==================== design 1
design_1/clock_map.png
Scale: 1.5 px per µm.
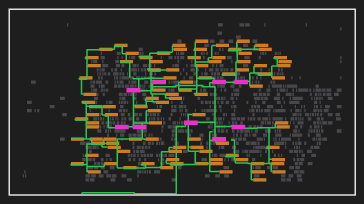

==> src/rtl/lms_adapt_ctrl.sv <==
// LMS adaptation sequencer for the fractionally-spaced equaliser.
// Clears the taps, waits for the pipeline to fill, then acquires with a large
// step. Lock is declared from windowed slicer-error energy. The block then
// shifts to a small tracking step and enables BER counting. It also handles
// freeze, loss of lock, and acquisition timeout with retry.
module lms_adapt_ctrl #(
    parameter int NBT_TAPS_ERR = 12,
    parameter int NBT_LMS_STEP = 12,
    parameter logic signed [NBT_LMS_STEP-1:0] STEP_ACQ = 12'sh008,
    parameter logic signed [NBT_LMS_STEP-1:0] STEP_TRK = 12'sh001,
    parameter int FILL_SYMS = 64,
    parameter int ACQ_SYMS  = 4096,
    parameter int WIN_LOG2  = 8,
    parameter logic [NBT_TAPS_ERR+WIN_LOG2:0] ERR_THR = 21'd8192,
    parameter int LOCK_WINS = 4,
    parameter int LOSS_WINS = 2
) (
    input  logic                             clk,
    input  logic                             i_reset,
    input  logic                             i_enable,
    input  logic                             i_freeze,
    input  logic                             i_sym_valid,
    input  logic [NBT_TAPS_ERR-1:0]          i_err_I,
    input  logic [NBT_TAPS_ERR-1:0]          i_err_Q,
    output logic                             o_taps_rst,
    output logic                             o_lms_en,
    output logic [NBT_LMS_STEP-1:0]          o_lms_step,
    output logic                             o_ber_en,
    output logic                             o_locked,
    output logic [2:0]                       o_state,
    output logic [NBT_TAPS_ERR+WIN_LOG2:0]   o_err_metric,
    output logic [7:0]                       o_retries
);

    localparam int ACC_W = NBT_TAPS_ERR + WIN_LOG2 + 1;
    localparam int ABS_W = NBT_TAPS_ERR - 1;
    localparam logic [WIN_LOG2-1:0] WIN_ONE = 1;

    typedef enum logic [2:0] {
        IDLE   = 3'd0,
        CLR    = 3'd1,
        FILL   = 3'd2,
        ACQ    = 3'd3,
        TRACK  = 3'd4,
        FREEZE = 3'd5
    } state_t;

    state_t state_q, state_d;

    logic [15:0]         sym_cnt_q;
    logic [16:0]         sym_cnt_p1;
    logic [WIN_LOG2-1:0] win_cnt_q;
    logic [ACC_W-1:0]    acc_q;
    logic [ACC_W-1:0]    sym_mag;
    logic [ACC_W-1:0]    win_sum;
    logic [7:0]          gc_q, bc_q, gc_next, bc_next;
    logic                monitoring, win_end, win_good;
    logic                fill_done, lock_hit, loss_hit, timeout_hit, acq_entry;

    logic                    taps_rst_d, lms_en_d, ber_en_d, locked_d;
    logic [NBT_LMS_STEP-1:0] lms_step_d;

    // Magnitude with the most negative code folded onto the largest positive one
    function automatic logic [ABS_W-1:0] sat_abs(input logic [NBT_TAPS_ERR-1:0] x);
        logic [NBT_TAPS_ERR-1:0] neg;
        neg = -x;
        if (!x[NBT_TAPS_ERR-1])
            sat_abs = x[ABS_W-1:0];
        else if (x[ABS_W-1:0] == '0)
            sat_abs = '1;
        else
            sat_abs = neg[ABS_W-1:0];
    endfunction

    assign sym_mag    = ACC_W'(sat_abs(i_err_I)) + ACC_W'(sat_abs(i_err_Q));
    assign win_sum    = acc_q + sym_mag;
    assign monitoring = (state_q == ACQ) || (state_q == TRACK) || (state_q == FREEZE);
    assign win_end    = i_sym_valid && monitoring && (win_cnt_q == '1);
    assign win_good   = (win_sum < ERR_THR);
    assign gc_next    = win_good ? ((gc_q == 8'hFF) ? gc_q : gc_q + 8'd1) : 8'd0;
    assign bc_next    = win_good ? 8'd0 : ((bc_q == 8'hFF) ? bc_q : bc_q + 8'd1);
    assign sym_cnt_p1 = {1'b0, sym_cnt_q} + 17'd1;

    assign fill_done   = (state_q == FILL) && i_sym_valid && (sym_cnt_p1 == 17'(FILL_SYMS));
    assign timeout_hit = (state_q == ACQ) && i_sym_valid && (sym_cnt_p1 == 17'(ACQ_SYMS));
    assign lock_hit    = (state_q == ACQ) && win_end && win_good &&
                         (int'(gc_q) + 1 >= LOCK_WINS);
    assign loss_hit    = ((state_q == TRACK) || (state_q == FREEZE)) && win_end && !win_good &&
                         (int'(bc_q) + 1 >= LOSS_WINS);
    assign acq_entry   = (state_d == ACQ) && (state_q != ACQ);

    // State register
    always_ff @(posedge clk or negedge i_reset) begin
        if (!i_reset)
            state_q <= IDLE;
        else
            state_q <= state_d;
    end

    // Next-state logic; dropping the enable overrides everything else
    always_comb begin
        state_d = state_q;
        if (!i_enable) begin
            state_d = IDLE;
        end else begin
            case (state_q)
                IDLE:   state_d = CLR;
                CLR:    state_d = FILL;
                FILL:   if (fill_done) state_d = ACQ;
                ACQ: begin
                    if (lock_hit)
                        state_d = TRACK;
                    else if (timeout_hit)
                        state_d = CLR;
                end
                TRACK: begin
                    if (loss_hit)
                        state_d = ACQ;
                    else if (i_freeze)
                        state_d = FREEZE;
                end
                FREEZE: begin
                    if (loss_hit)
                        state_d = ACQ;
                    else if (!i_freeze)
                        state_d = TRACK;
                end
                default: state_d = IDLE;
            endcase
        end
    end

    // Output decode from the upcoming state so every output leaves a flop
    always_comb begin
        taps_rst_d = (state_d == CLR);
        lms_en_d   = (state_d == ACQ) || (state_d == TRACK);
        locked_d   = (state_d == TRACK) || (state_d == FREEZE);
        ber_en_d   = locked_d;
        lms_step_d = '0;
        if (state_d == ACQ)
            lms_step_d = STEP_ACQ;
        else if (locked_d)
            lms_step_d = STEP_TRK;
    end

    // Registered outputs
    always_ff @(posedge clk or negedge i_reset) begin
        if (!i_reset) begin
            o_state    <= 3'd0;
            o_taps_rst <= 1'b0;
            o_lms_en   <= 1'b0;
            o_lms_step <= '0;
            o_locked   <= 1'b0;
            o_ber_en   <= 1'b0;
        end else begin
            o_state    <= state_d;
            o_taps_rst <= taps_rst_d;
            o_lms_en   <= lms_en_d;
            o_lms_step <= lms_step_d;
            o_locked   <= locked_d;
            o_ber_en   <= ber_en_d;
        end
    end

    // Strobe counters, window accumulator and good/bad window run lengths
    always_ff @(posedge clk or negedge i_reset) begin
        if (!i_reset) begin
            sym_cnt_q <= '0;
            win_cnt_q <= '0;
            acc_q     <= '0;
            gc_q      <= '0;
            bc_q      <= '0;
        end else if (!i_enable || state_q == IDLE || state_q == CLR || acq_entry) begin
            sym_cnt_q <= '0;
            win_cnt_q <= '0;
            acc_q     <= '0;
            gc_q      <= '0;
            bc_q      <= '0;
        end else if (i_sym_valid) begin
            case (state_q)
                FILL: sym_cnt_q <= sym_cnt_q + 16'd1;
                ACQ, TRACK, FREEZE: begin
                    if (state_q == ACQ)
                        sym_cnt_q <= sym_cnt_q + 16'd1;
                    win_cnt_q <= win_cnt_q + WIN_ONE;
                    if (win_end) begin
                        acc_q <= '0;
                        gc_q  <= gc_next;
                        bc_q  <= bc_next;
                    end else begin
                        acc_q <= win_sum;
                    end
                end
                default: ;
            endcase
        end
    end

    // Last window metric and saturating acquisition-retry count
    always_ff @(posedge clk or negedge i_reset) begin
        if (!i_reset) begin
            o_err_metric <= '0;
            o_retries    <= '0;
        end else begin
            if (i_enable && win_end)
                o_err_metric <= win_sum;
            if (state_q == ACQ && state_d == CLR && o_retries != 8'hFF)
                o_retries <= o_retries + 8'd1;
        end
    end

endmodule

==> config.mk <==
export PLATFORM = sky130hd
export DESIGN_NAME = lms_adapt_ctrl
export DESIGN_NICKNAME = d
export VERILOG_FILES = /design/src/rtl/lms_adapt_ctrl.sv
export SDC_FILE = /design/constraint.sdc
export NUM_CORES = 1
export LEC_CHECK = 0
export CAP_MARGIN = 10
export CORE_ASPECT_RATIO = 0.5
export CORE_MARGIN = 8
export CORE_UTILIZATION = 30
export DETAILED_ROUTE_END_ITERATION = 6
export SLEW_MARGIN = 20
export SYNTH_ARGS = -nofsm -noshare
export SYNTH_HDL_FRONTEND = slang
export SYNTH_SLANG_ARGS = --single-unit
export TNS_END_PERCENT = 10
==> constraint.sdc <==
create_clock -name clk -period 8.8 [get_ports clk]
set_clock_uncertainty 0.1 [all_clocks]
set_input_delay 2.2 -clock clk [delete_from_list [all_inputs] [get_ports clk]]
set_output_delay 2.2 -clock clk [all_outputs]
set_load 0.02 [all_outputs]
==================== design 2
===== src/rtl/axil_csr_bridge_pkg.sv =====
// Shared response codes, FSM state types and the saturating error-count helper
// for the AXI4-Lite CSR bridge.
package axil_pkg;

    localparam logic [1:0] RESP_OKAY   = 2'b00;
    localparam logic [1:0] RESP_SLVERR = 2'b10;

    localparam int unsigned ERR_CNT_WIDTH = 16;

    typedef enum logic [0:0] {
        W_IDLE = 1'b0,
        W_RESP = 1'b1
    } wr_state_t;

    typedef enum logic [1:0] {
        R_IDLE = 2'd0,
        R_WAIT = 2'd1,
        R_RESP = 2'd2
    } rd_state_t;

    // Adds 0..2 error events, clamping at all-ones.
    function automatic logic [ERR_CNT_WIDTH-1:0] sat_add_err(
        input logic [ERR_CNT_WIDTH-1:0] cnt,
        input logic [1:0]               inc
    );
        logic [ERR_CNT_WIDTH:0] sum;
        sum = {1'b0, cnt} + {{(ERR_CNT_WIDTH - 1){1'b0}}, inc};
        return sum[ERR_CNT_WIDTH] ? '1 : sum[ERR_CNT_WIDTH-1:0];
    endfunction

endpackage


===== src/rtl/axil_csr_bridge_if.sv =====
// AXI4-Lite bus bundle between the PS interconnect (master) and the CSR bridge (slave).
interface axil_if #(
    parameter int unsigned ADDR_WIDTH = 12,
    parameter int unsigned DATA_WIDTH = 32
);
    localparam int unsigned STRB_WIDTH = DATA_WIDTH / 8;

    logic                  awvalid;
    logic                  awready;
    logic [ADDR_WIDTH-1:0] awaddr;
    logic [2:0]            awprot;

    logic                  wvalid;
    logic                  wready;
    logic [DATA_WIDTH-1:0] wdata;
    logic [STRB_WIDTH-1:0] wstrb;

    logic                  bvalid;
    logic                  bready;
    logic [1:0]            bresp;

    logic                  arvalid;
    logic                  arready;
    logic [ADDR_WIDTH-1:0] araddr;
    logic [2:0]            arprot;

    logic                  rvalid;
    logic                  rready;
    logic [DATA_WIDTH-1:0] rdata;
    logic [1:0]            rresp;

    modport master (
        output awvalid, awaddr, awprot, input awready,
        output wvalid, wdata, wstrb,    input wready,
        input  bvalid, bresp,           output bready,
        output arvalid, araddr, arprot, input arready,
        input  rvalid, rdata, rresp,    output rready
    );

    modport slave (
        input  awvalid, awaddr, awprot, output awready,
        input  wvalid, wdata, wstrb,    output wready,
        output bvalid, bresp,           input bready,
        input  arvalid, araddr, arprot, output arready,
        output rvalid, rdata, rresp,    input rready
    );

endinterface


===== src/rtl/axil_csr_bridge.sv =====
// AXI4-Lite slave turning PS register accesses into CSR write/read strobes,
// with independent write/read paths, SLVERR on out-of-window accesses and an error counter.
module axil_csr_bridge
    import axil_pkg::*;
#(
    parameter int unsigned ADDR_WIDTH = 12,
    parameter int unsigned DATA_WIDTH = 32,
    parameter int unsigned NUM_REGS   = 64,
    parameter int unsigned RD_LATENCY = 1
) (
    input  logic                         clk,
    input  logic                         rst_n,
    axil_if.slave                        s_axi,
    output logic                         csr_wen,
    output logic [ADDR_WIDTH-1:0]        csr_waddr,
    output logic [DATA_WIDTH-1:0]        csr_wdata,
    output logic [DATA_WIDTH/8-1:0]      csr_wstrb,
    output logic                         csr_ren,
    output logic [ADDR_WIDTH-1:0]        csr_raddr,
    input  logic [DATA_WIDTH-1:0]        csr_rdata,
    output logic [ERR_CNT_WIDTH-1:0]     err_count,
    output logic                         axi_error
);

    localparam int unsigned STRB_WIDTH = DATA_WIDTH / 8;
    localparam int unsigned BYTE_SHIFT = $clog2(STRB_WIDTH);
    localparam int unsigned LAT_WIDTH  = 2;

    function automatic logic in_range(input logic [ADDR_WIDTH-1:0] addr);
        return 32'(addr >> BYTE_SHIFT) < NUM_REGS;
    endfunction

    logic unused_prot;
    assign unused_prot = ^{s_axi.awprot, s_axi.arprot};

    // ---------------- write path ----------------
    wr_state_t             w_state, w_state_n;
    logic                  got_aw, got_aw_n, got_w, got_w_n;
    logic                  awready_n, wready_n, bvalid_n, wen_n, w_err_c;
    logic [1:0]            bresp_n;
    logic [ADDR_WIDTH-1:0] waddr_n;
    logic [DATA_WIDTH-1:0] wdata_n;
    logic [STRB_WIDTH-1:0] wstrb_n;

    // AW and W latch independently; the response fires once both are held.
    always_comb begin
        w_state_n = w_state;
        got_aw_n  = got_aw;
        got_w_n   = got_w;
        waddr_n   = csr_waddr;
        wdata_n   = csr_wdata;
        wstrb_n   = csr_wstrb;
        bvalid_n  = s_axi.bvalid;
        bresp_n   = s_axi.bresp;
        wen_n     = 1'b0;
        w_err_c   = 1'b0;
        case (w_state)
            W_IDLE: begin
                if (s_axi.awvalid && s_axi.awready) begin
                    got_aw_n = 1'b1;
                    waddr_n  = s_axi.awaddr;
                end
                if (s_axi.wvalid && s_axi.wready) begin
                    got_w_n = 1'b1;
                    wdata_n = s_axi.wdata;
                    wstrb_n = s_axi.wstrb;
                end
                if (got_aw_n && got_w_n) begin
                    w_state_n = W_RESP;
                    got_aw_n  = 1'b0;
                    got_w_n   = 1'b0;
                    bvalid_n  = 1'b1;
                    bresp_n   = in_range(waddr_n) ? RESP_OKAY : RESP_SLVERR;
                    wen_n     = in_range(waddr_n);
                    w_err_c   = !in_range(waddr_n);
                end
            end
            W_RESP: begin
                if (s_axi.bready) begin
                    w_state_n = W_IDLE;
                    bvalid_n  = 1'b0;
                end
            end
            default: w_state_n = W_IDLE;
        endcase
        awready_n = !got_aw_n && (w_state_n == W_IDLE);
        wready_n  = !got_w_n && (w_state_n == W_IDLE);
    end

    always_ff @(posedge clk or negedge rst_n) begin
        if (!rst_n) begin
            w_state       <= W_IDLE;
            got_aw        <= 1'b0;
            got_w         <= 1'b0;
            s_axi.awready <= 1'b1;
            s_axi.wready  <= 1'b1;
            s_axi.bvalid  <= 1'b0;
            s_axi.bresp   <= RESP_OKAY;
            csr_wen       <= 1'b0;
            csr_waddr     <= '0;
            csr_wdata     <= '0;
            csr_wstrb     <= '0;
        end else begin
            w_state       <= w_state_n;
            got_aw        <= got_aw_n;
            got_w         <= got_w_n;
            s_axi.awready <= awready_n;
            s_axi.wready  <= wready_n;
            s_axi.bvalid  <= bvalid_n;
            s_axi.bresp   <= bresp_n;
            csr_wen       <= wen_n;
            csr_waddr     <= waddr_n;
            csr_wdata     <= wdata_n;
            csr_wstrb     <= wstrb_n;
        end
    end

    // ---------------- read path ----------------
    rd_state_t             r_state, r_state_n;
    logic [LAT_WIDTH-1:0]  lat_cnt, lat_cnt_n;
    logic                  rd_ok, rd_ok_n;
    logic                  arready_n, rvalid_n, ren_n, r_err_c;
    logic [1:0]            rresp_n;
    logic [ADDR_WIDTH-1:0] raddr_n;
    logic [DATA_WIDTH-1:0] rdata_n;

    // R_WAIT spans RD_LATENCY+1 cycles: the strobe cycle plus the CSR latency.
    always_comb begin
        r_state_n = r_state;
        lat_cnt_n = lat_cnt;
        rd_ok_n   = rd_ok;
        raddr_n   = csr_raddr;
        rvalid_n  = s_axi.rvalid;
        rdata_n   = s_axi.rdata;
        rresp_n   = s_axi.rresp;
        ren_n     = 1'b0;
        r_err_c   = 1'b0;
        case (r_state)
            R_IDLE: begin
                if (s_axi.arvalid && s_axi.arready) begin
                    r_state_n = R_WAIT;
                    raddr_n   = s_axi.araddr;
                    rd_ok_n   = in_range(s_axi.araddr);
                    ren_n     = in_range(s_axi.araddr);
                    lat_cnt_n = '0;
                end
            end
            R_WAIT: begin
                if (lat_cnt == LAT_WIDTH'(RD_LATENCY)) begin
                    r_state_n = R_RESP;
                    rvalid_n  = 1'b1;
                    rdata_n   = rd_ok ? csr_rdata : '0;
                    rresp_n   = rd_ok ? RESP_OKAY : RESP_SLVERR;
                    r_err_c   = !rd_ok;
                end else begin
                    lat_cnt_n = lat_cnt + LAT_WIDTH'(1);
                end
            end
            R_RESP: begin
                if (s_axi.rready) begin
                    r_state_n = R_IDLE;
                    rvalid_n  = 1'b0;
                end
            end
            default: r_state_n = R_IDLE;
        endcase
        arready_n = (r_state_n == R_IDLE);
    end

    always_ff @(posedge clk or negedge rst_n) begin
        if (!rst_n) begin
            r_state       <= R_IDLE;
            lat_cnt       <= '0;
            rd_ok         <= 1'b0;
            s_axi.arready <= 1'b1;
            s_axi.rvalid  <= 1'b0;
            s_axi.rdata   <= '0;
            s_axi.rresp   <= RESP_OKAY;
            csr_ren       <= 1'b0;
            csr_raddr     <= '0;
        end else begin
            r_state       <= r_state_n;
            lat_cnt       <= lat_cnt_n;
            rd_ok         <= rd_ok_n;
            s_axi.arready <= arready_n;
            s_axi.rvalid  <= rvalid_n;
            s_axi.rdata   <= rdata_n;
            s_axi.rresp   <= rresp_n;
            csr_ren       <= ren_n;
            csr_raddr     <= raddr_n;
        end
    end

    // ---------------- error accounting ----------------
    always_ff @(posedge clk or negedge rst_n) begin
        if (!rst_n) begin
            err_count <= '0;
            axi_error <= 1'b0;
        end else begin
            err_count <= sat_add_err(err_count, {1'b0, w_err_c} + {1'b0, r_err_c});
            axi_error <= w_err_c | r_err_c;
        end
    end

endmodule


===== src/flat_wrapper.sv =====
// flat-port wrapper written by rule: the top's interface ports become plain ports
module axil_csr_bridge_flat import axil_pkg::*;
#(
    parameter int unsigned ADDR_WIDTH = 12,
    parameter int unsigned DATA_WIDTH = 32,
    parameter int unsigned NUM_REGS   = 64,
    parameter int unsigned RD_LATENCY = 1
)
  (clk, rst_n, csr_wen, csr_waddr, csr_wdata, csr_wstrb, csr_ren, csr_raddr, csr_rdata, err_count, axi_error, s_axi_awvalid, s_axi_awaddr, s_axi_awprot, s_axi_awready, s_axi_wvalid, s_axi_wdata, s_axi_wstrb, s_axi_wready, s_axi_bvalid, s_axi_bresp, s_axi_bready, s_axi_arvalid, s_axi_araddr, s_axi_arprot, s_axi_arready, s_axi_rvalid, s_axi_rdata, s_axi_rresp, s_axi_rready);
  axil_if #(.ADDR_WIDTH(ADDR_WIDTH), .DATA_WIDTH(DATA_WIDTH)) s_axi_i ();
  input  logic clk;
  input  logic rst_n;
  output logic csr_wen;
  output logic [ADDR_WIDTH-1:0] csr_waddr;
  output logic [DATA_WIDTH-1:0] csr_wdata;
  output logic [DATA_WIDTH/8-1:0] csr_wstrb;
  output logic csr_ren;
  output logic [ADDR_WIDTH-1:0] csr_raddr;
  input  logic [DATA_WIDTH-1:0] csr_rdata;
  output logic [ERR_CNT_WIDTH-1:0] err_count;
  output logic axi_error;
  input wire logic [$bits(s_axi_i.awvalid)-1:0] s_axi_awvalid;
  input wire logic [$bits(s_axi_i.awaddr)-1:0] s_axi_awaddr;
  input wire logic [$bits(s_axi_i.awprot)-1:0] s_axi_awprot;
  output wire logic [$bits(s_axi_i.awready)-1:0] s_axi_awready;
  input wire logic [$bits(s_axi_i.wvalid)-1:0] s_axi_wvalid;
  input wire logic [$bits(s_axi_i.wdata)-1:0] s_axi_wdata;
  input wire logic [$bits(s_axi_i.wstrb)-1:0] s_axi_wstrb;
  output wire logic [$bits(s_axi_i.wready)-1:0] s_axi_wready;
  output wire logic [$bits(s_axi_i.bvalid)-1:0] s_axi_bvalid;
  output wire logic [$bits(s_axi_i.bresp)-1:0] s_axi_bresp;
  input wire logic [$bits(s_axi_i.bready)-1:0] s_axi_bready;
  input wire logic [$bits(s_axi_i.arvalid)-1:0] s_axi_arvalid;
  input wire logic [$bits(s_axi_i.araddr)-1:0] s_axi_araddr;
  input wire logic [$bits(s_axi_i.arprot)-1:0] s_axi_arprot;
  output wire logic [$bits(s_axi_i.arready)-1:0] s_axi_arready;
  output wire logic [$bits(s_axi_i.rvalid)-1:0] s_axi_rvalid;
  output wire logic [$bits(s_axi_i.rdata)-1:0] s_axi_rdata;
  output wire logic [$bits(s_axi_i.rresp)-1:0] s_axi_rresp;
  input wire logic [$bits(s_axi_i.rready)-1:0] s_axi_rready;
  assign s_axi_i.awvalid = s_axi_awvalid;
  assign s_axi_i.awaddr = s_axi_awaddr;
  assign s_axi_i.awprot = s_axi_awprot;
  assign s_axi_awready = s_axi_i.awready;
  assign s_axi_i.wvalid = s_axi_wvalid;
  assign s_axi_i.wdata = s_axi_wdata;
  assign s_axi_i.wstrb = s_axi_wstrb;
  assign s_axi_wready = s_axi_i.wready;
  assign s_axi_bvalid = s_axi_i.bvalid;
  assign s_axi_bresp = s_axi_i.bresp;
  assign s_axi_i.bready = s_axi_bready;
  assign s_axi_i.arvalid = s_axi_arvalid;
  assign s_axi_i.araddr = s_axi_araddr;
  assign s_axi_i.arprot = s_axi_arprot;
  assign s_axi_arready = s_axi_i.arready;
  assign s_axi_rvalid = s_axi_i.rvalid;
  assign s_axi_rdata = s_axi_i.rdata;
  assign s_axi_rresp = s_axi_i.rresp;
  assign s_axi_i.rready = s_axi_rready;
  axil_csr_bridge #(.ADDR_WIDTH(ADDR_WIDTH), .DATA_WIDTH(DATA_WIDTH), .NUM_REGS(NUM_REGS), .RD_LATENCY(RD_LATENCY)) u_core (.clk(clk), .rst_n(rst_n), .s_axi(s_axi_i), .csr_wen(csr_wen), .csr_waddr(csr_waddr), .csr_wdata(csr_wdata), .csr_wstrb(csr_wstrb), .csr_ren(csr_ren), .csr_raddr(csr_raddr), .csr_rdata(csr_rdata), .err_count(err_count), .axi_error(axi_error));
endmodule

===== config.mk =====
export PLATFORM = sky130hd
export DESIGN_NAME = axil_csr_bridge_flat
export DESIGN_NICKNAME = d
export VERILOG_FILES = /design/src/rtl/axil_csr_bridge_pkg.sv /design/src/rtl/axil_csr_bridge_if.sv /design/src/rtl/axil_csr_bridge.sv /design/src/flat_wrapper.sv
export SDC_FILE = /design/constraint.sdc
export NUM_CORES = 1
export LEC_CHECK = 0
export CAP_MARGIN = 20
export CORE_AREA = 3 3 120 122
export DETAILED_ROUTE_END_ITERATION = 6
export DIE_AREA = 0 0 123 125
export PLACE_DENSITY = 0.78
export SLEW_MARGIN = 40
export SYNTH_ARGS = -nofsm -noshare
export SYNTH_HDL_FRONTEND = slang
export SYNTH_SLANG_ARGS = --single-unit

===== constraint.sdc =====
create_clock -name clk -period 2.5 [get_ports clk]
set_input_delay 0.5 -clock clk [delete_from_list [all_inputs] [get_ports clk]]
set_output_delay 0.5 -clock clk [all_outputs]
set_load 0.02 [all_outputs]

==================== design 3
[src/rtl/ag_ctl_pkg.sv]
// Shared definitions for the AG issue/interlock controller.
package ag_ctl_pkg;

  localparam int unsigned NREG_DEF = 8;
  localparam int unsigned CNTW_DEF = 2;

  typedef logic [NREG_DEF-1:0] mask_t;

  typedef enum logic [1:0] {
    S_RUN   = 2'd0,
    S_DEP   = 2'd1,
    S_MEM   = 2'd2,
    S_FLUSH = 2'd3
  } state_t;

endpackage

[src/rtl/ag_scoreboard.sv]
// Per-GPR pending-write counters: incremented on issue, decremented on
// retire and on mispredict squash of the instruction sitting in ME.
module ag_scoreboard
  import ag_ctl_pkg::*;
#(
  parameter int unsigned NREG = NREG_DEF,
  parameter int unsigned CNTW = CNTW_DEF
) (
  input  logic            clk,
  input  logic            rst,
  input  logic            issue,
  input  logic [NREG-1:0] ag_dst_mask,
  input  logic            wb_v,
  input  logic [NREG-1:0] wb_dst_mask,
  input  logic            squash,
  input  logic [NREG-1:0] me_dst_mask,
  output logic [NREG-1:0] pending_nonzero,
  output logic [NREG-1:0] counter_saturated
);

  logic [CNTW-1:0] cnt     [NREG];
  logic [CNTW-1:0] cnt_nxt [NREG];
  logic [CNTW:0]   up      [NREG];
  logic [CNTW:0]   dn      [NREG];
  logic [NREG-1:0] underflow;

  // Net increment/decrement per register; a result below zero clamps to 0.
  always_comb begin
    underflow = '0;
    for (int unsigned r = 0; r < NREG; r++) begin
      up[r] = {1'b0, cnt[r]} + (CNTW+1)'(issue & ag_dst_mask[r]);
      dn[r] = (CNTW+1)'(wb_v & wb_dst_mask[r]) + (CNTW+1)'(squash & me_dst_mask[r]);
      if (up[r] < dn[r]) begin
        underflow[r] = 1'b1;
        cnt_nxt[r]   = '0;
      end else begin
        cnt_nxt[r]   = CNTW'(up[r] - dn[r]);
      end
    end
  end

  // Status flags consumed by the hazard and saturation checks.
  always_comb begin
    pending_nonzero   = '0;
    counter_saturated = '0;
    for (int unsigned r = 0; r < NREG; r++) begin
      pending_nonzero[r]   = (cnt[r] != '0);
      counter_saturated[r] = (cnt[r] == '1);
    end
  end

  // Counter state.
  always_ff @(posedge clk or negedge rst) begin
    if (!rst) begin
      for (int unsigned r = 0; r < NREG; r++) cnt[r] <= '0;
    end else begin
      for (int unsigned r = 0; r < NREG; r++) cnt[r] <= cnt_nxt[r];
    end
  end

`ifndef SYNTHESIS
  a_no_underflow: assert property (@(posedge clk) disable iff (!rst) underflow == '0);
`endif

endmodule

[src/rtl/ag_issue_ctl.sv]
// AG-stage issue controller: RAW/saturation interlock, ME backpressure,
// mispredict flush sequencing and stall-cycle accounting.
module ag_issue_ctl
  import ag_ctl_pkg::*;
#(
  parameter int unsigned NREG = NREG_DEF,
  parameter int unsigned CNTW = CNTW_DEF,
  parameter int unsigned PCW  = 16
) (
  input  logic            clk,
  input  logic            rst,
  input  logic            ag_v,
  input  logic [NREG-1:0] ag_src_mask,
  input  logic [NREG-1:0] ag_dst_mask,
  input  logic            me_ready,
  input  logic            me_v,
  input  logic [NREG-1:0] me_dst_mask,
  input  logic            wb_v,
  input  logic [NREG-1:0] wb_dst_mask,
  input  logic            br_mispred,
  output logic            ag_stall,
  output logic            ag_inv,
  output logic            me_stall,
  output logic            me_inv,
  output logic            me_bubble,
  output logic            issue,
  output logic [1:0]      state,
  output logic [PCW-1:0]  stall_cnt
);

  logic [NREG-1:0] pending_nonzero;
  logic [NREG-1:0] counter_saturated;
  logic            hazard;
  logic            sat;
  logic            issue_raw;
  logic            squash;
  state_t          cur_state;
  state_t          nxt_state;

  ag_scoreboard #(
    .NREG (NREG),
    .CNTW (CNTW)
  ) u_sb (
    .clk               (clk),
    .rst               (rst),
    .issue             (issue_raw),
    .ag_dst_mask       (ag_dst_mask),
    .wb_v              (wb_v),
    .wb_dst_mask       (wb_dst_mask),
    .squash            (squash),
    .me_dst_mask       (me_dst_mask),
    .pending_nonzero   (pending_nonzero),
    .counter_saturated (counter_saturated)
  );

  // Interlock decode and next-state selection (mispredict has top priority).
  always_comb begin
    hazard    = ag_v & |(ag_src_mask & pending_nonzero);
    sat       = ag_v & |(ag_dst_mask & counter_saturated);
    issue_raw = ag_v & me_ready & ~hazard & ~sat & (cur_state != S_FLUSH) & ~br_mispred;
    squash    = br_mispred & me_v;
    if (br_mispred)                nxt_state = S_FLUSH;
    else if (cur_state == S_FLUSH) nxt_state = S_RUN;
    else if (hazard | sat)         nxt_state = S_DEP;
    else if (~me_ready & ag_v)     nxt_state = S_MEM;
    else                           nxt_state = S_RUN;
  end

  // Latch controls; the combinational terms are qualified by rst so every
  // output reads 0 as soon as reset asserts, not just after the next edge.
  always_comb begin
    issue     = rst & issue_raw;
    ag_stall  = rst & ag_v & ~issue_raw;
    me_bubble = rst & ~issue_raw;
    ag_inv    = rst & (br_mispred | (cur_state == S_FLUSH));
    me_inv    = rst & br_mispred;
    me_stall  = rst & ~me_ready & me_v & ~br_mispred;
    state     = cur_state;
  end

  // State register and saturating stall-cycle counter.
  always_ff @(posedge clk or negedge rst) begin
    if (!rst) begin
      cur_state <= S_RUN;
      stall_cnt <= '0;
    end else begin
      cur_state <= nxt_state;
      if (((nxt_state == S_DEP) || (nxt_state == S_MEM)) && (stall_cnt != '1))
        stall_cnt <= stall_cnt + PCW'(1);
    end
  end

endmodule

[config.mk]
export PLATFORM = sky130hd
export DESIGN_NAME = ag_issue_ctl
export DESIGN_NICKNAME = d
export VERILOG_FILES = /design/src/rtl/ag_ctl_pkg.sv /design/src/rtl/ag_scoreboard.sv /design/src/rtl/ag_issue_ctl.sv
export SDC_FILE = /design/constraint.sdc
export NUM_CORES = 1
export LEC_CHECK = 0
export CAP_MARGIN = 20
export CORE_AREA = 2 2 75 77
export CTS_BUF_LIST = sky130_fd_sc_hd__clkbuf_8 sky130_fd_sc_hd__clkbuf_16
export CTS_CLUSTER_DIAMETER = 100
export CTS_CLUSTER_SIZE = 8
export DETAILED_ROUTE_END_ITERATION = 8
export DIE_AREA = 0 0 77 79
export MAX_ROUTING_LAYER = met4
export PLACE_DENSITY = 0.77
export REMOVE_ABC_BUFFERS = 1
export SLEW_MARGIN = 10
export SYNTH_ARGS = -nofsm -noshare
export SYNTH_HDL_FRONTEND = slang
export SYNTH_SLANG_ARGS = --single-unit
[constraint.sdc]
create_clock -name clk -period 5.8 [get_ports clk]
set_clock_uncertainty 0.15 [all_clocks]
set_input_delay 0.87 -clock clk [delete_from_list [all_inputs] [get_ports clk]]
set_output_delay 0.87 -clock clk [all_outputs]
set_load 0.01 [all_outputs]
design_1/met3.png
Scale: 3 px per µm. Cells faint in the background.
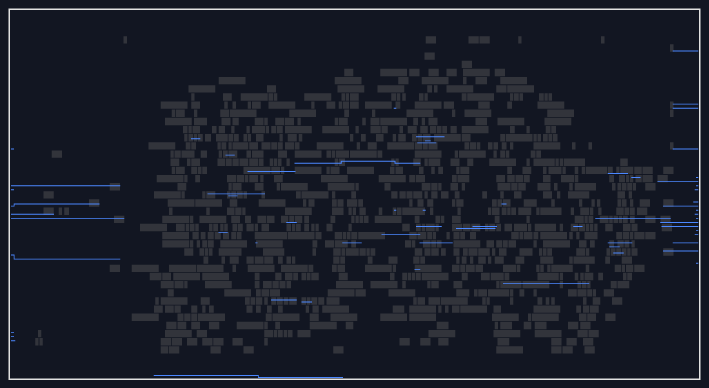
The longest straight run is 37.5 µm. The wires run mostly horizontal.

About design_1/clock_map.png:
Key: magenta = cells driving clock nets [count 9]; orange = flip-flops [count 98]; green = clock wires [length 1310 µm]
There are 10 routed clock nets.

==> results.yml, design 1 <==
# physical design summary
clocking:
  cts.clk_slew.worst_paths_ps: 70
  cts.sink_count: 98
  post_cts_buffers: 0
  cts_root_buf: "clkbuf_16"
  h-tree-depth: 3
  numCtsBuffers: 9
grt:
  grt_pass1_wl_um: 29300
  grt.met2_usage: 0.212
  grtUsageMet3: 0.0235
  grt.total_usage: 0.124
logic_synthesis:
  mux_area_frac: 0.0230
  yosysWarnings: 0
final_timing:
  post-route-min-period_ps: 8010
  rsz0062_at_grt: "false"
  finalHoldViolations: 0
  tns_ps: 0
drt:
  antenna_left: 0
  vias_per_cell: 5.00
setup_path:
  cp.depth: 24
  critPathArrivalTime_ps: 8140
  critPathRequiredTime_ps: 8930
  worstSetupEndpoint: "o_lms_en"
  max_stage_delay_ps: 580
outcome:
  status: "finished clean"
final_layout:
  fin_cells: 1180
placement:
  finalWeightedCongestion: 0.879
-- design 1: tightest hold or removal path, stage by stage, from the launching register on --
cell	delay [ps]
dfrtp_1	340
nand2_1	40
o21ai_0	60
-- design 1: placed cells by master, fill, tap and decap left out, types with 6 or more instances in the layout --
cell             count
nor2_1              96
and3_1              15
nand2b_1             9
conb_1              10
clkdlybuf4s50_1     65
xnor2_1             32
clkbuf_16            9
a211oi_1            10
and2_1               7
a31oi_1              7
o31ai_1              6
a22oi_1              7
nand2_1             91
o22ai_1              6
nor3_1              22
ha_1                21
nand4_1             15
fa_1                12
xor2_1              23
nand3_1             37
inv_1               47
buf_4               10
mux2_2              13
a21oi_1             53
o21ai_0             42
or3_1               13
o21a_1               7
a21o_1              10
dfrtp_1             98
-- design 1: power groups by stage --
stage | sequential, µW | clock [µW] | combinational (µW)
finish | 472 | 396 | 286
global route | 473 | 430 | 324
global placement | 480 | 0 | 286
detailed placement | 480 | 0 | 286
CTS | 472 | 412 | 289
floorplan | 486 | 0 | 181
-- design 1: cell type report --
type                       instances  area [µm²]
tap                              307         384
clock inverter                     6        66.3
multi-input combinational        636        4030
timing repair buffer              76         746
inverter                          47         176
fill                            2328       14500
clock buffer                      10         229
sequential                        98        2450
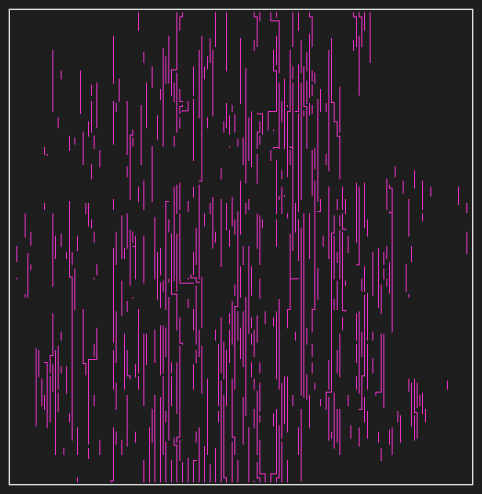
design_3/met2.png
Scale: 6 px per µm.
The layer carries 2600 µm of wire. The wires run mostly vertical.
via count: 1920
met2 GRT Util: 0.334
Post-Route WL: 5380 µm

design_3/met3.png
Scale: 8 px per µm. Cells faint in the background.
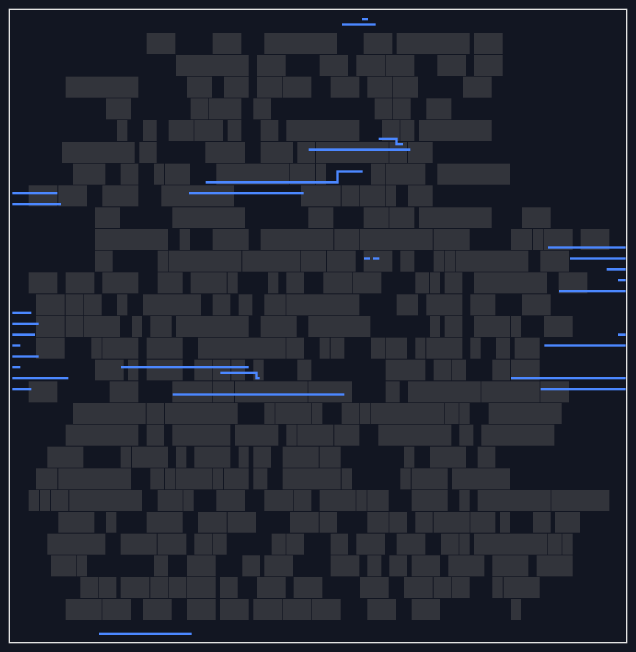
The wires run mostly horizontal. 27 nets have wire on it. The layer carries 202 µm of wire. The layer holds 3.8% of the routed length. The longest straight run is 21.2 µm.

==> results.yml, design 3 <==
# physical design summary
logic_synthesis:
  netlist_area_um2: 2440
  yosysSeqAreaShare: 0.348
  avgSynthCellArea_um2: 10.2
  top_area_frac: 0.348
  yosys_area_um2: 2440
  ff_type: "dfrtp_1"
drt:
  top_layer: "met4"
  wl_per_cell_um: 14.2
  drc: 0
  vias_per_cell: 5.07
  wl_met2_um: 2600
final_timing:
  slew-limit-headroom: 0.652
  finalClockPeriodUsage: 0.785
  rsz0062_at_grt: "false"
  finalSetupViolations: 0
job:
  maxCapViolCount: 0
  warnings: 33
grt:
  use_met1: 0.251
  grt_pass1_wl_um: 9410
floorplanning:
  dieArea_um2: 6080
clocking:
  cts_resized: 0
pwr:
  leakage_uw: 0.00152
outcome:
  status: "finished clean"
final_layout:
  n_fill_cell: 478
  flop_area_um2: 851
  fin_nets: 386
setup_path:
  critPathArrivalTime_ps: 3530
  crit_chain: "clkdlybuf4s50_1, a222oi_1, o221ai_1, a311oi_2, nand3_1, nor3_1, buf_4, and2_1, clkdlybuf4s50_1"
placement:
  finalWeightedCongestion: 0.810
  place_ws_ps: 1240
## design 3: cell families after synthesis
family	share of synthesized area
buffers and inverters	0.0420
XOR/XNOR	0.0824
AND-OR/OR-AND	0.0701
flip-flops	0.348
AND/OR/NAND/NOR	0.219
multiplexers	0.00461
adder cells (fa/ha/maj)	0.234
## design 3: final cells by class
cell class | instances | share of cell area
sequential | 34 | 0.262
clock buffer | 5 | 0.0212
multi-input combinational | 180 | 0.459
tap | 72 | 0.0277
clock inverter | 3 | 0.0123
inverter | 21 | 0.0242
timing repair buffer | 64 | 0.194
## design 3: final timing paths
kind	from	cells past startpoint	slack [ps]	endpoint
setup / recovery	ag_src_mask[3]	9	1250	issue
hold / removal	rst	1	290	u_sb.cnt[14]
setup reg to reg	u_sb.cnt[8]	11	2480	u_sb.cnt[5]
hold reg to reg	stall_cnt[11]	1	350	stall_cnt[11]
max in group asynchronous	rst	2	4580	u_sb.cnt[6]
min in group clk	stall_cnt[11]	1	350	stall_cnt[11]
## design 3: report_power, final
group / internal, µW / leakage [µW] / switching [µW]
sequential: 283 / 0.000450 / 45.9
combinational: 152 / 0.00101 / 132
clock: 126 / 0.0000579 / 85.8
design_2/met2.png
Scale: 4 px per µm.
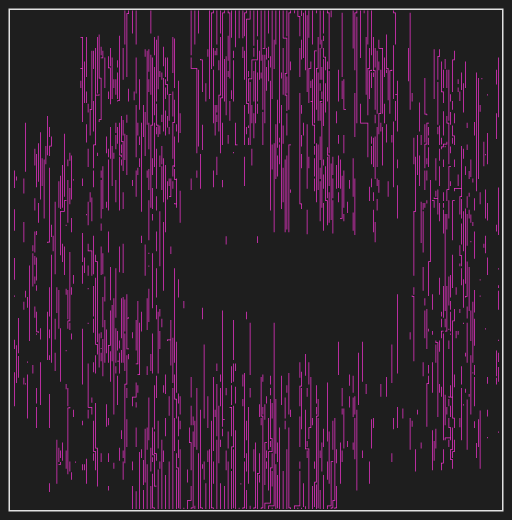
The wires run mostly vertical. 732 nets have wire on it. The longest straight run is 45.7 µm.

==> results.yml, design 2 <==
# physical design summary
drt:
  routed_wl_um: 14000
  antenna_left: 0
  drt-initial-drc-count: 170
  wl_met1_um: 5510
final_layout:
  layout_top_cell: "nand2_1"
  lay_top_cells: "nand2_1 (235), clkdlybuf4s50_1 (210), dfrtp_1 (123)"
  synthToLayoutAreaGrowth_pct: 60.8
clocking:
  cts_resized: 8
grt:
  grt_max_degree: 74
logic_synthesis:
  top_cell: "nand2_1"
  ys_cells: 519
final_timing:
  tns_ps: 0
  slew-limit-headroom: 0.552
floorplanning:
  core.rowCount: 42
  core_um2: 13300
  dieArea_um2: 15400
pwr:
  power.total_uw: 10300
outcome:
  status: "finished clean"
[design 2: power breakdown]
part	leakage (µW)	internal [µW]	switching (µW)
Clock	0.000265	1390	813
Sequential	0.00161	2920	535
Combinational	0.00189	2150	2460
Total	0.00377	6460	3810
[design 2: cells by family after synthesis]
family	Yosys count
fa+ha+maj	3
mux	15
flops	126
compound gates	50
buf+inv	33
other cells	1
simple gates	282
xor+xnor	9
[design 2: critical path, cell delays in order]
cell and delay [ps]:
clkdlybuf4s50_1 430, nand2_2 120, nor3b_4 220, o21ai_2 100
fa_2 390, inv_2 80, ha_4 140, nand4_4 120
nor2_4 110, and4_1 220, mux2_4 300
[design 2: flip-flops by register name, summed over array words and instances, names as in the netlist, 2 cells and up]
name / flops
u_core.csr_waddr: 12
u_core.r_state: 2
u_core.csr_raddr: 12
u_core.csr_wdata: 32
u_core.csr_wstrb: 4
u_core.err_count: 16
u_core.lat_cnt: 2
u_core.s_axi.rdata: 32
[design 2: area by class of cell]
class,instances,area share
Sequential cell,126,0.387
Timing Repair Buffer,240,0.289
Multi-Input combinational cell,361,0.227
Clock buffer,22,0.0570
Tap cell,176,0.0270
Clock inverter,8,0.00829
Inverter,9,0.00415

==> layout pictures side by side <==
Signal wires on met1.
picture 1
Scale: 4 px per µm. Supply wires on this layer in gray. Cells faint in the background.
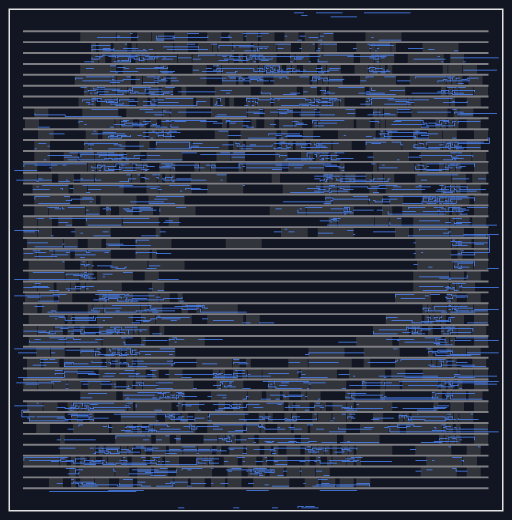
picture 2
Scale: 3 px per µm. Supply wires on this layer in gray. Cells faint in the background.
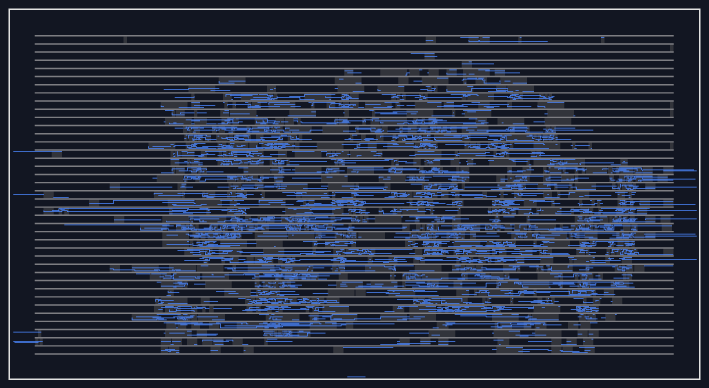
picture 3
Scale: 6 px per µm. Supply wires on this layer in gray. Cells faint in the background.
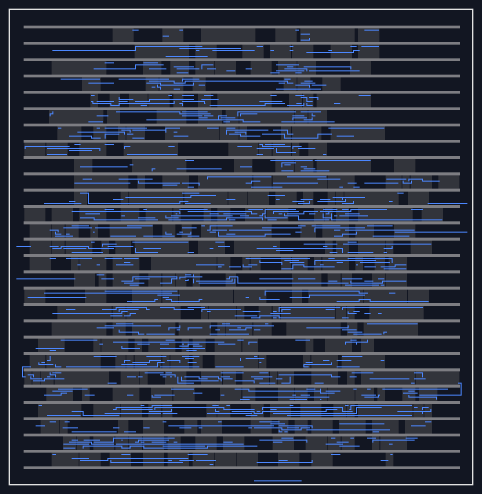
| picture | from |
|---|---|
| picture 2 | design 1 |
| picture 1 | design 2 |
| picture 3 | design 3 |

Key to picture 1:
The layer carries 5510 µm of wire. The wires run mostly horizontal. The longest straight run is 27.1 µm.



## Gallery

Congestion heat map.
image #1
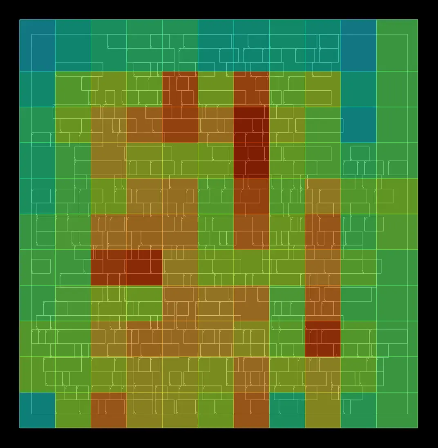
image #2
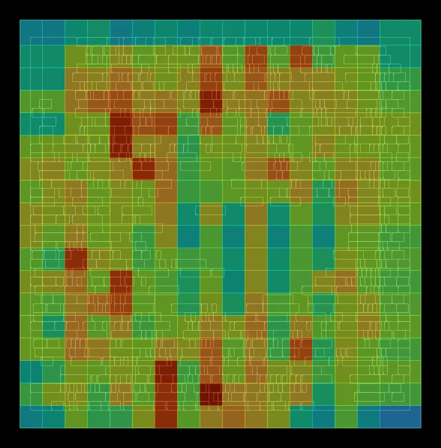
image #3
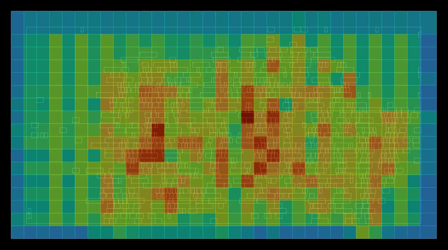
- image #3 = design 1
- image #2 = design 2
- image #1 = design 3
- lowest track usage: image #3
- lowest utilization: image #3

Power figures rest on the tool's default switching activity, not on a simulated workload.
